==================== block 1
Figure 1. M1 wires (block 1).
Supply wires on this layer in grey.
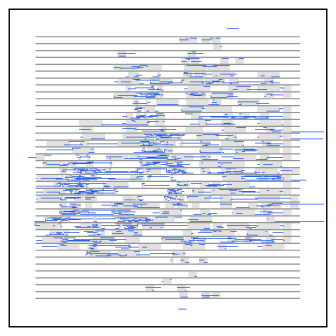

$ cat config.mk
export PLATFORM = sky130hd
export DESIGN_NAME = ps2_scancode_rx
export DESIGN_NICKNAME = d
export VERILOG_FILES = /design/src/rtl/ps2_scancode_rx.sv
export SDC_FILE = /design/constraint.sdc
export NUM_CORES = 1
export LEC_CHECK = 0
export ABC_CLOCK_PERIOD_IN_PS = 2300
export CAP_MARGIN = 15
export CORE_MARGIN = 10
export CORE_UTILIZATION = 30
export CTS_CLUSTER_DIAMETER = 30
export DETAILED_ROUTE_END_ITERATION = 10
export PLACE_DENSITY = 0.58
export SYNTH_ARGS = -nofsm -noshare
export SYNTH_HDL_FRONTEND = slang
export SYNTH_SLANG_ARGS = --single-unit
$ cat constraint.sdc
create_clock -name clk -period 2.3 [get_ports clk]
set_input_delay 0.23 -clock clk [delete_from_list [all_inputs] [get_ports clk]]
set_output_delay 0.23 -clock clk [all_outputs]
set_load 0.01 [all_outputs]
$ cat src/rtl/ps2_scancode_rx.sv
// PS/2 device-to-host receiver: synchronizes and filters the pins, deframes 11-bit frames, keeps a 4-byte history.
// Optional odd-parity enforcement is enabled by defining PS2_PARITY_CHECK_EN.
module ps2_scancode_rx #(
  parameter int FILTER_LEN     = 4,
  parameter int TIMEOUT_CYCLES = 200000
) (
  input  logic        clk,
  input  logic        rst,
  input  logic        ps2_clk,
  input  logic        ps2_data,
  output logic [31:0] data,
  output logic [7:0]  rx_byte,
  output logic        rx_done,
  output logic        frame_err
);

  typedef enum logic [1:0] {IDLE, DATA, PARITY, STOP} state_t;

  localparam int TW = $clog2(TIMEOUT_CYCLES + 1);

  logic          clk_s1, clk_s2, dat_s1, dat_s2;
  logic          clk_filt;
  logic [3:0]    filt_cnt;
  logic          sample;

  state_t        state, state_n;
  logic [2:0]    bit_cnt, bit_cnt_n;
  logic [7:0]    shreg, shreg_n;
  logic          par_bit, par_bit_n;
  logic [TW-1:0] tmo_cnt, tmo_cnt_n;
  logic          commit, err;
  logic          parity_odd, par_ok;

  always_ff @(posedge clk or posedge rst) begin
    if (rst) begin
      clk_s1 <= 1'b1;
      clk_s2 <= 1'b1;
      dat_s1 <= 1'b1;
      dat_s2 <= 1'b1;
    end else begin
      clk_s1 <= ps2_clk;
      clk_s2 <= clk_s1;
      dat_s1 <= ps2_data;
      dat_s2 <= dat_s1;
    end
  end

  // filt_cnt counts consecutive cycles in which the synchronized clock disagrees with the filtered one
  always_ff @(posedge clk or posedge rst) begin
    if (rst) begin
      clk_filt <= 1'b1;
      filt_cnt <= 4'd0;
    end else if (clk_s2 == clk_filt) begin
      filt_cnt <= 4'd0;
    end else if (filt_cnt == 4'(FILTER_LEN - 1)) begin
      clk_filt <= clk_s2;
      filt_cnt <= 4'd0;
    end else begin
      filt_cnt <= filt_cnt + 4'd1;
    end
  end

  // Strobe in the cycle the filtered clock is about to fall, so the data bit is taken from the same cycle
  assign sample = clk_filt & ~clk_s2 & (filt_cnt == 4'(FILTER_LEN - 1));

  assign parity_odd = ^{shreg, par_bit};
`ifdef PS2_PARITY_CHECK_EN
  assign par_ok = parity_odd;
`else
  assign par_ok = parity_odd | 1'b1;
`endif

  always_comb begin
    state_n   = state;
    bit_cnt_n = bit_cnt;
    shreg_n   = shreg;
    par_bit_n = par_bit;
    tmo_cnt_n = tmo_cnt;
    commit    = 1'b0;
    err       = 1'b0;
    if (state == IDLE) begin
      tmo_cnt_n = '0;
      if (sample && !dat_s2) begin
        state_n   = DATA;
        bit_cnt_n = 3'd0;
      end
    end else if (sample) begin
      tmo_cnt_n = '0;
      case (state)
        DATA: begin
          shreg_n   = {dat_s2, shreg[7:1]};
          bit_cnt_n = bit_cnt + 3'd1;
          if (bit_cnt == 3'd7) state_n = PARITY;
        end
        PARITY: begin
          par_bit_n = dat_s2;
          state_n   = STOP;
        end
        STOP: begin
          state_n = IDLE;
          if (dat_s2 && par_ok) commit = 1'b1;
          else                  err    = 1'b1;
        end
        default: state_n = IDLE;
      endcase
    end else if (tmo_cnt == TW'(TIMEOUT_CYCLES - 1)) begin
      state_n   = IDLE;
      tmo_cnt_n = '0;
      err       = 1'b1;
    end else begin
      tmo_cnt_n = tmo_cnt + TW'(1);
    end
  end

  always_ff @(posedge clk or posedge rst) begin
    if (rst) begin
      state   <= IDLE;
      bit_cnt <= 3'd0;
      shreg   <= 8'd0;
      par_bit <= 1'b0;
      tmo_cnt <= '0;
    end else begin
      state   <= state_n;
      bit_cnt <= bit_cnt_n;
      shreg   <= shreg_n;
      par_bit <= par_bit_n;
      tmo_cnt <= tmo_cnt_n;
    end
  end

  always_ff @(posedge clk or posedge rst) begin
    if (rst) begin
      data      <= 32'd0;
      rx_byte   <= 8'd0;
      rx_done   <= 1'b0;
      frame_err <= 1'b0;
    end else begin
      rx_done   <= commit;
      frame_err <= err;
      if (commit) begin
        data    <= {data[23:0], shreg};
        rx_byte <= shreg;
      end
    end
  end

endmodule
==================== block 2
**src/rtl/memoryb_reader_pkg.sv**
```systemverilog
// rtl/memoryb_reader_pkg.sv - shared defaults and FSM encoding for the memoryB read-back engine
package memb_pkg;

   localparam int DW_DEF    = 8;
   localparam int AW_DEF    = 2;
   localparam int DEPTH_DEF = 4;

   typedef enum logic [2:0] {
      ST_IDLE    = 3'd0,
      ST_ISSUE   = 3'd1,
      ST_WAIT    = 3'd2,
      ST_PRESENT = 3'd3,
      ST_DONE    = 3'd4
   } state_t;

endpackage

```
**src/rtl/memoryb_reader_if.sv**
```systemverilog
// rtl/memoryb_reader_if.sv - control, memoryB bus and result stream of the read-back engine
interface memoryb_reader_if
   import memb_pkg::*;
   #(
      parameter int DW = DW_DEF,
      parameter int AW = AW_DEF
   );

   logic          Start;
   logic          Busy;
   logic          Done;
   logic          REB;
   logic [AW-1:0] AddrB;
   logic [DW-1:0] DOutB;
   logic [DW-1:0] DataOut;
   logic          DataValid;
   logic          DataReady;
   logic [AW-1:0] Index;

   modport master (
      input  Start, DOutB, DataReady,
      output Busy, Done, REB, AddrB, DataOut, DataValid, Index
   );

   modport slave (
      output Start, DOutB, DataReady,
      input  Busy, Done, REB, AddrB, DataOut, DataValid, Index
   );

endinterface

```
**src/rtl/memoryb_reader_read_counter.sv**
```systemverilog
// rtl/memoryb_reader_read_counter.sv - address counter with clear, increment and terminal flag
module read_counter
   import memb_pkg::*;
   #(
      parameter int AW    = AW_DEF,
      parameter int DEPTH = DEPTH_DEF
   ) (
      input  logic          clk,
      input  logic          reset,
      input  logic          clr,
      input  logic          inc,
      output logic [AW-1:0] cnt,
      output logic          term
   );

   logic [AW-1:0] cnt_q;
   logic [AW-1:0] cnt_d;

   always_comb begin
      cnt_d = cnt_q;
      if (clr) begin
         cnt_d = '0;
      end else if (inc) begin
         cnt_d = cnt_q + 1'b1;
      end
   end

   always_ff @(posedge clk) begin
      if (reset) begin
         cnt_q <= '0;
      end else begin
         cnt_q <= cnt_d;
      end
   end

   assign cnt  = cnt_q;
   assign term = (cnt_q == AW'(DEPTH - 1));

endmodule

```
**src/rtl/memoryb_reader.sv**
```systemverilog
// rtl/memoryb_reader.sv - walks memoryB once per Start and streams each word out with valid/ready
module memoryb_reader
   import memb_pkg::*;
   #(
      parameter int DW    = DW_DEF,
      parameter int AW    = AW_DEF,
      parameter int DEPTH = DEPTH_DEF
   ) (
      input  logic             clk,
      input  logic             reset,
      memoryb_reader_if.master bus
   );

   state_t        state_q;
   state_t        state_d;
   logic [DW-1:0] data_q;
   logic [DW-1:0] data_d;
   logic [AW-1:0] index_q;
   logic [AW-1:0] index_d;
   logic          cnt_clr;
   logic          cnt_inc;
   logic [AW-1:0] cnt;
   logic          cnt_term;

   read_counter #(.AW(AW), .DEPTH(DEPTH)) u_read_counter (
      .clk   (clk),
      .reset (reset),
      .clr   (cnt_clr),
      .inc   (cnt_inc),
      .cnt   (cnt),
      .term  (cnt_term)
   );

   always_comb begin
      state_d = state_q;
      data_d  = data_q;
      index_d = index_q;
      cnt_clr = 1'b0;
      cnt_inc = 1'b0;
      case (state_q)
         ST_IDLE: begin
            if (bus.Start) begin
               cnt_clr = 1'b1;
               state_d = ST_ISSUE;
            end
         end
         ST_ISSUE: state_d = ST_WAIT;
         // memoryB answers one cycle after REB, so the word is captured here
         ST_WAIT: begin
            data_d  = bus.DOutB;
            index_d = cnt;
            state_d = ST_PRESENT;
         end
         ST_PRESENT: begin
            if (bus.DataReady) begin
               if (cnt_term) begin
                  state_d = ST_DONE;
               end else begin
                  cnt_inc = 1'b1;
                  state_d = ST_ISSUE;
               end
            end
         end
         ST_DONE: state_d = ST_IDLE;
         default: state_d = ST_IDLE;
      endcase
   end

   always_ff @(posedge clk) begin
      if (reset) begin
         state_q <= ST_IDLE;
         data_q  <= '0;
         index_q <= '0;
      end else begin
         state_q <= state_d;
         data_q  <= data_d;
         index_q <= index_d;
      end
   end

   assign bus.Busy      = (state_q != ST_IDLE);
   assign bus.Done      = (state_q == ST_DONE);
   assign bus.REB       = (state_q == ST_ISSUE);
   assign bus.DataValid = (state_q == ST_PRESENT);
   assign bus.AddrB     = cnt;
   assign bus.DataOut   = data_q;
   assign bus.Index     = index_q;

endmodule

```
**src/flat_wrapper.sv**
```systemverilog
// flat-port wrapper written by rule: the top's interface ports become plain ports
module memoryb_reader_flat import memb_pkg::*;
#(
      parameter int DW    = DW_DEF,
      parameter int AW    = AW_DEF,
      parameter int DEPTH = DEPTH_DEF
   )
  (clk, reset, bus_Start, bus_DOutB, bus_DataReady, bus_Busy, bus_Done, bus_REB, bus_AddrB, bus_DataOut, bus_DataValid, bus_Index);
  memoryb_reader_if #(.DW(DW), .AW(AW)) bus_i ();
  input  logic clk;
  input  logic reset;
  input wire logic [$bits(bus_i.Start)-1:0] bus_Start;
  input wire logic [$bits(bus_i.DOutB)-1:0] bus_DOutB;
  input wire logic [$bits(bus_i.DataReady)-1:0] bus_DataReady;
  output wire logic [$bits(bus_i.Busy)-1:0] bus_Busy;
  output wire logic [$bits(bus_i.Done)-1:0] bus_Done;
  output wire logic [$bits(bus_i.REB)-1:0] bus_REB;
  output wire logic [$bits(bus_i.AddrB)-1:0] bus_AddrB;
  output wire logic [$bits(bus_i.DataOut)-1:0] bus_DataOut;
  output wire logic [$bits(bus_i.DataValid)-1:0] bus_DataValid;
  output wire logic [$bits(bus_i.Index)-1:0] bus_Index;
  assign bus_i.Start = bus_Start;
  assign bus_i.DOutB = bus_DOutB;
  assign bus_i.DataReady = bus_DataReady;
  assign bus_Busy = bus_i.Busy;
  assign bus_Done = bus_i.Done;
  assign bus_REB = bus_i.REB;
  assign bus_AddrB = bus_i.AddrB;
  assign bus_DataOut = bus_i.DataOut;
  assign bus_DataValid = bus_i.DataValid;
  assign bus_Index = bus_i.Index;
  memoryb_reader #(.DW(DW), .AW(AW), .DEPTH(DEPTH)) u_core (.clk(clk), .reset(reset), .bus(bus_i));
endmodule
```
**config.mk**
```make
export PLATFORM = sky130hd
export DESIGN_NAME = memoryb_reader_flat
export DESIGN_NICKNAME = d
export VERILOG_FILES = /design/src/rtl/memoryb_reader_pkg.sv /design/src/rtl/memoryb_reader_if.sv /design/src/rtl/memoryb_reader_read_counter.sv /design/src/rtl/memoryb_reader.sv /design/src/flat_wrapper.sv
export SDC_FILE = /design/constraint.sdc
export NUM_CORES = 1
export LEC_CHECK = 0
export CORE_UTILIZATION = 42
export CTS_CLUSTER_SIZE = 24
export DETAILED_ROUTE_END_ITERATION = 12
export PLACE_DENSITY = 0.77
export SYNTH_ARGS = -nofsm -noshare
export SYNTH_HDL_FRONTEND = slang
export SYNTH_HIERARCHICAL = 1
export SYNTH_SLANG_ARGS = --single-unit
```
**constraint.sdc**
```tcl
create_clock -name clk -period 1.45 [get_ports clk]
set_input_delay 0.2175 -clock clk [delete_from_list [all_inputs] [get_ports clk]]
set_output_delay 0.2175 -clock clk [all_outputs]
set_load 0.02 [all_outputs]
```
Figure 2. Clock distribution (block 1).
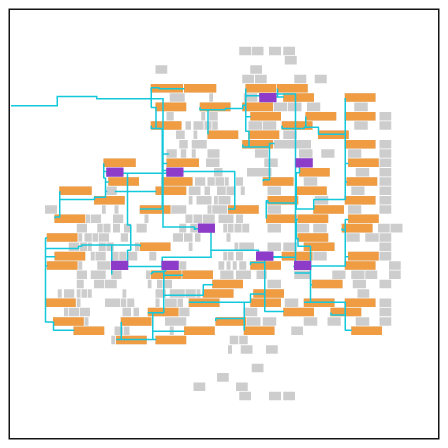
Key: clock drivers = purple [count 9]; clock wires = cyan [length 926 µm]; flip-flops = orange [count 74]
There are 10 routed clock nets.
clk pwr: 1.03 mW
clk latency late pin: 0.35 ns
Clock Skew: 0.0120 ns
Clock power frac: 33.3%

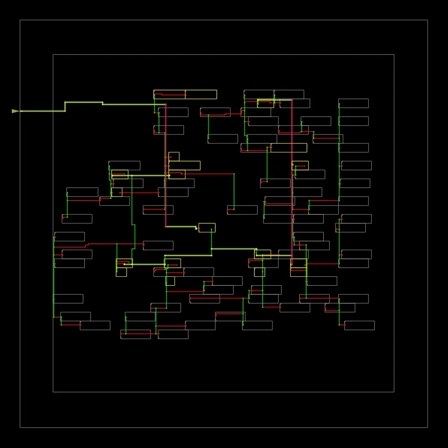
Figure 3: block 1, the clock network.
Clock buffer cells: 10
Clock Sinks: 74
CTS Buf Count: 9

Notes on Figure 1 above:
The layer carries 2620 µm of wire. 283 nets have wire on it.
met1 capacity usage during global routing: 8.58%
drt total wl: 5910 µm
vias: 2046

==> CHANGELOG.md, block 1 <==
### Physical design

* Num tapcells at approximately 140
* Non-clk buf share at 12.5%
* Post-synth net total at approximately 270
* CP Capture Type: flop
* Status: finished, final reports clean
* Synthesized area at 0.00330 mm²
* Syn avg cell area at 12.6 µm²
* Largest Register: data
* Simple-gate share of the synthesized area at a little over an eighth
* Post-CTS Hold Buffers at 0
* Area grow syn2layout at 23.4%
* Initial Utilization at 30.5%
* Crit path launch: clk_filt$_DFFE_PP1P_
* Slew HR at between 60% and 70%
* FF-to-FF setup slack at about 0.33 ns
* Top Layer Used: met4
* Pwr Density at between 700 and 800 mW/mm²
* Top logic family: multiplexers
* Die area at ~0.016 mm²
* Post-synth ARST share at 100%
* Slowest CP cell: dfstp_2
* Nonclk buf count at 51
* GRT Total Usage at around 7.6%
* Hold depth at 1
* Top Registers: data x32, tmo_cnt x18, shreg x8
* RSZ-0062 raised after global routing: false
* Routed Antenna Nets at 0
* DR DRC count at 0
* Reg2reg end: data[29]$_DFFE_PP0P_
* Drt pass-1 iters at 4
* Vias in the first global route at slightly above 2000
* Most frequent logic cell in the layout: dfrtp_1
* Register area share after synthesis at 56.4%
[block 1: stage by stage]
step,area (µm²),std cells,setup WS [ns],util [%],hold slack [ns]
finish,4070,450,0.333,37.7,0.293
global route,4070,450,0.193,37.7,0.265
CTS,4070,450,0.318,37.7,0.271
detailed placement,3860,434,0.331,35.7,0.347
global placement,3860,434,0.372,35.7,0.347
floorplan,3300,261,0.197,-,0.234
[block 1: power by group]
part / leakage [nW] / switching (mW) / internal (mW)
registers: 0.997 / 0.122 / 1.42
clock network: 0.103 / 0.492 / 0.541
logic: 0.722 / 0.295 / 0.231
total: 1.82 / 0.909 / 2.19
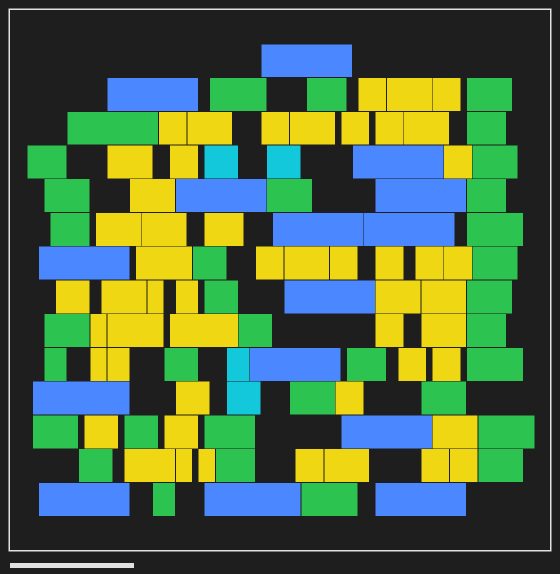
Figure 4: block 2, placement by cell class.
Scale bar: 10 µm.
Key: flops = blue [cells 15]; clock drivers and dummy loads = cyan [cells 4]; combinational and other logic = yellow [cells 51]; other buffers and delay cells = green [cells 34]
Row Count: 14
core area: 0.00156 mm²
Post-Route Utilization: 68.9%

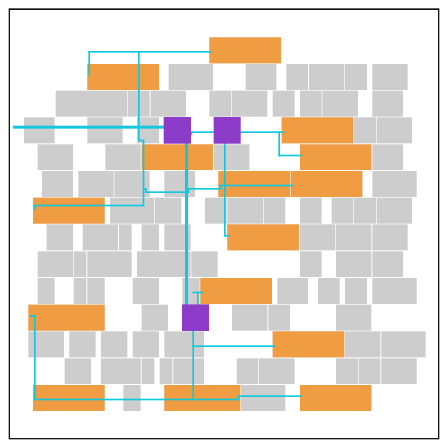
Figure 5: block 2, clock distribution.
Key: flip-flops = orange [count 15]; clock wires = cyan [length 174 µm]; clock drivers = purple [count 3]
Position of the flops: all over the die. There are 4 routed clock nets.
Clock power frac: 26.1%
clk pwr: 0.233 mW

==> CHANGELOG.md, block 2 <==
### Physical design

* Status: complete, but fails checks
* Failing checks: design-rule violations
* MI comb cells at 50
* DR DRC count at 4
* Hold depth at 2
* Post-CTS Hold Buffers at 0
* Comb group at between 0.2 and 0.25 mW
* Placed Area at 0.00105 mm²
* Clk latency late pin at 0.28 ns
* Peak supply drop at 0.582 mV
* Most numerous cell in the Yosys netlist: nand2b_1
* Final period utilization at approximately 96%
* Vias at ~570
* Worst r2r src: u_core/u_read_counter/cnt[0]$_SDFFE_PP0P_
* Static leakage at 0.542 nW
* Fin crit period at 1.40 ns
* Reg2reg end: u_core/u_read_counter/cnt[1]$_SDFFE_PP0P_
* Wire length on met3 at about 90 µm
* Hpwl dp at 999 µm
* Pint at between 0.6 and 0.7 mW
* Combinational gate area at 390 µm²
* Clock-cell share at 2.56%
* Clock buffer cells at 3
* Flop count at 15
* First-pass GRT wire length at between 2000 and 2500 µm
* Slowest CP cell: or3_4
* Worst slew pin tran at around 0.25 ns
* Most frequent logic cell in the layout: nand2b_1
* YS chip area at ~720 µm²
* Crit-path max FO at 5
* Critical path type: reg2out
* Pwr top: sequential cells
* Gr busiest metal: met2
* Post_cts resized at 19
* CP Buf/Inv Count at 1
* Fill count at around 130
* Syn Inst Count at approximately 70
* Yosys warning tally at 6
* Combinational share of cell area at between 30% and 40%
==> block 2: per-stage QoR <==
stage	cells	setup slack [ns]	hold WS (ns)
finish	120	0.0515	0.476
detailed placement	116	-0.0560	0.463
global route	120	-0.00726	0.499
global placement	116	-0.0136	0.457
CTS	120	0.00366	0.481
floorplan	70	0.112	0.288
==> block 2: cell families after synthesis <==
logic type / count (synthesis) / share of synthesized area, %
buffers and inverters: 5 / 4.66
adders and majority gates: 1 / 1.73
DFF: 15 / 41.5
xor gates and xnor gates: 1 / 1.21
muxes: 11 / 15.2
AOI/OAI and AO/OA: 4 / 4.84
and+or+nand+nor: 33 / 30.9


==> notes/layouts.md <==
Pictures saved along the way, in no particular order.

Cell sizes after repair.
Plate I
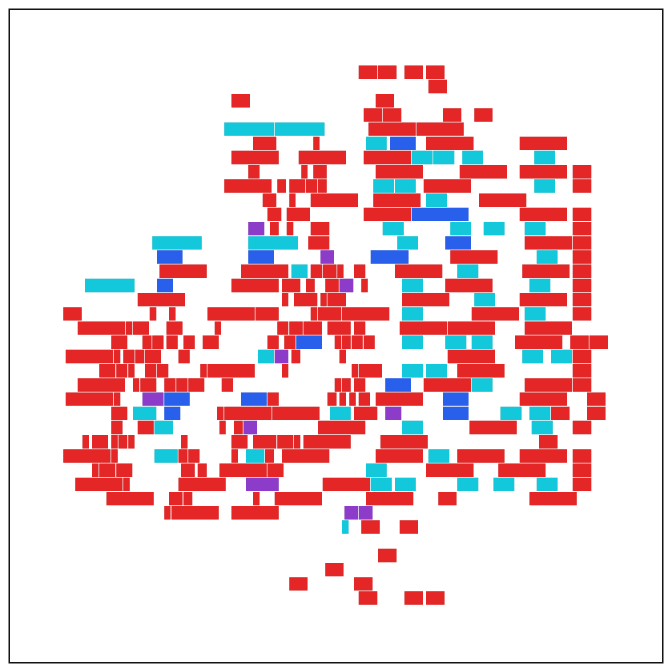
Plate II
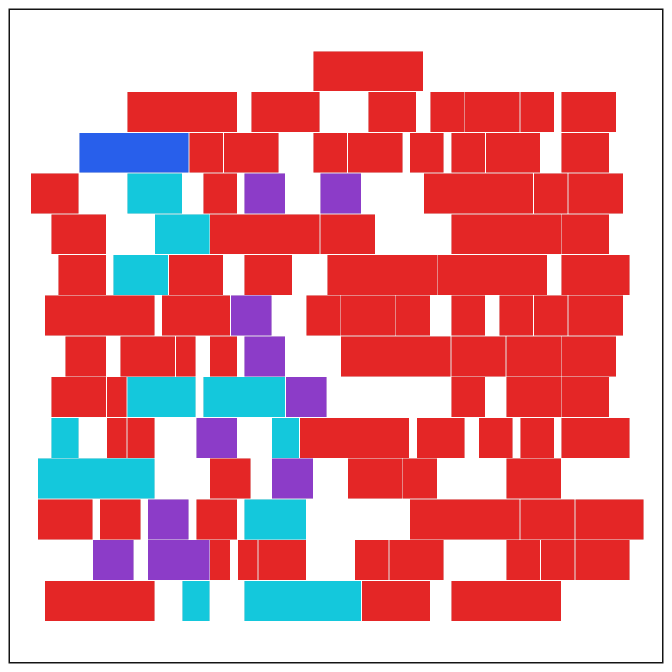
| picture | from |
|---|---|
| Plate II | block 2 |
| Plate I | block 1 |
The one with the most cells is Plate I.

Power and IR drop assume default switching activity.
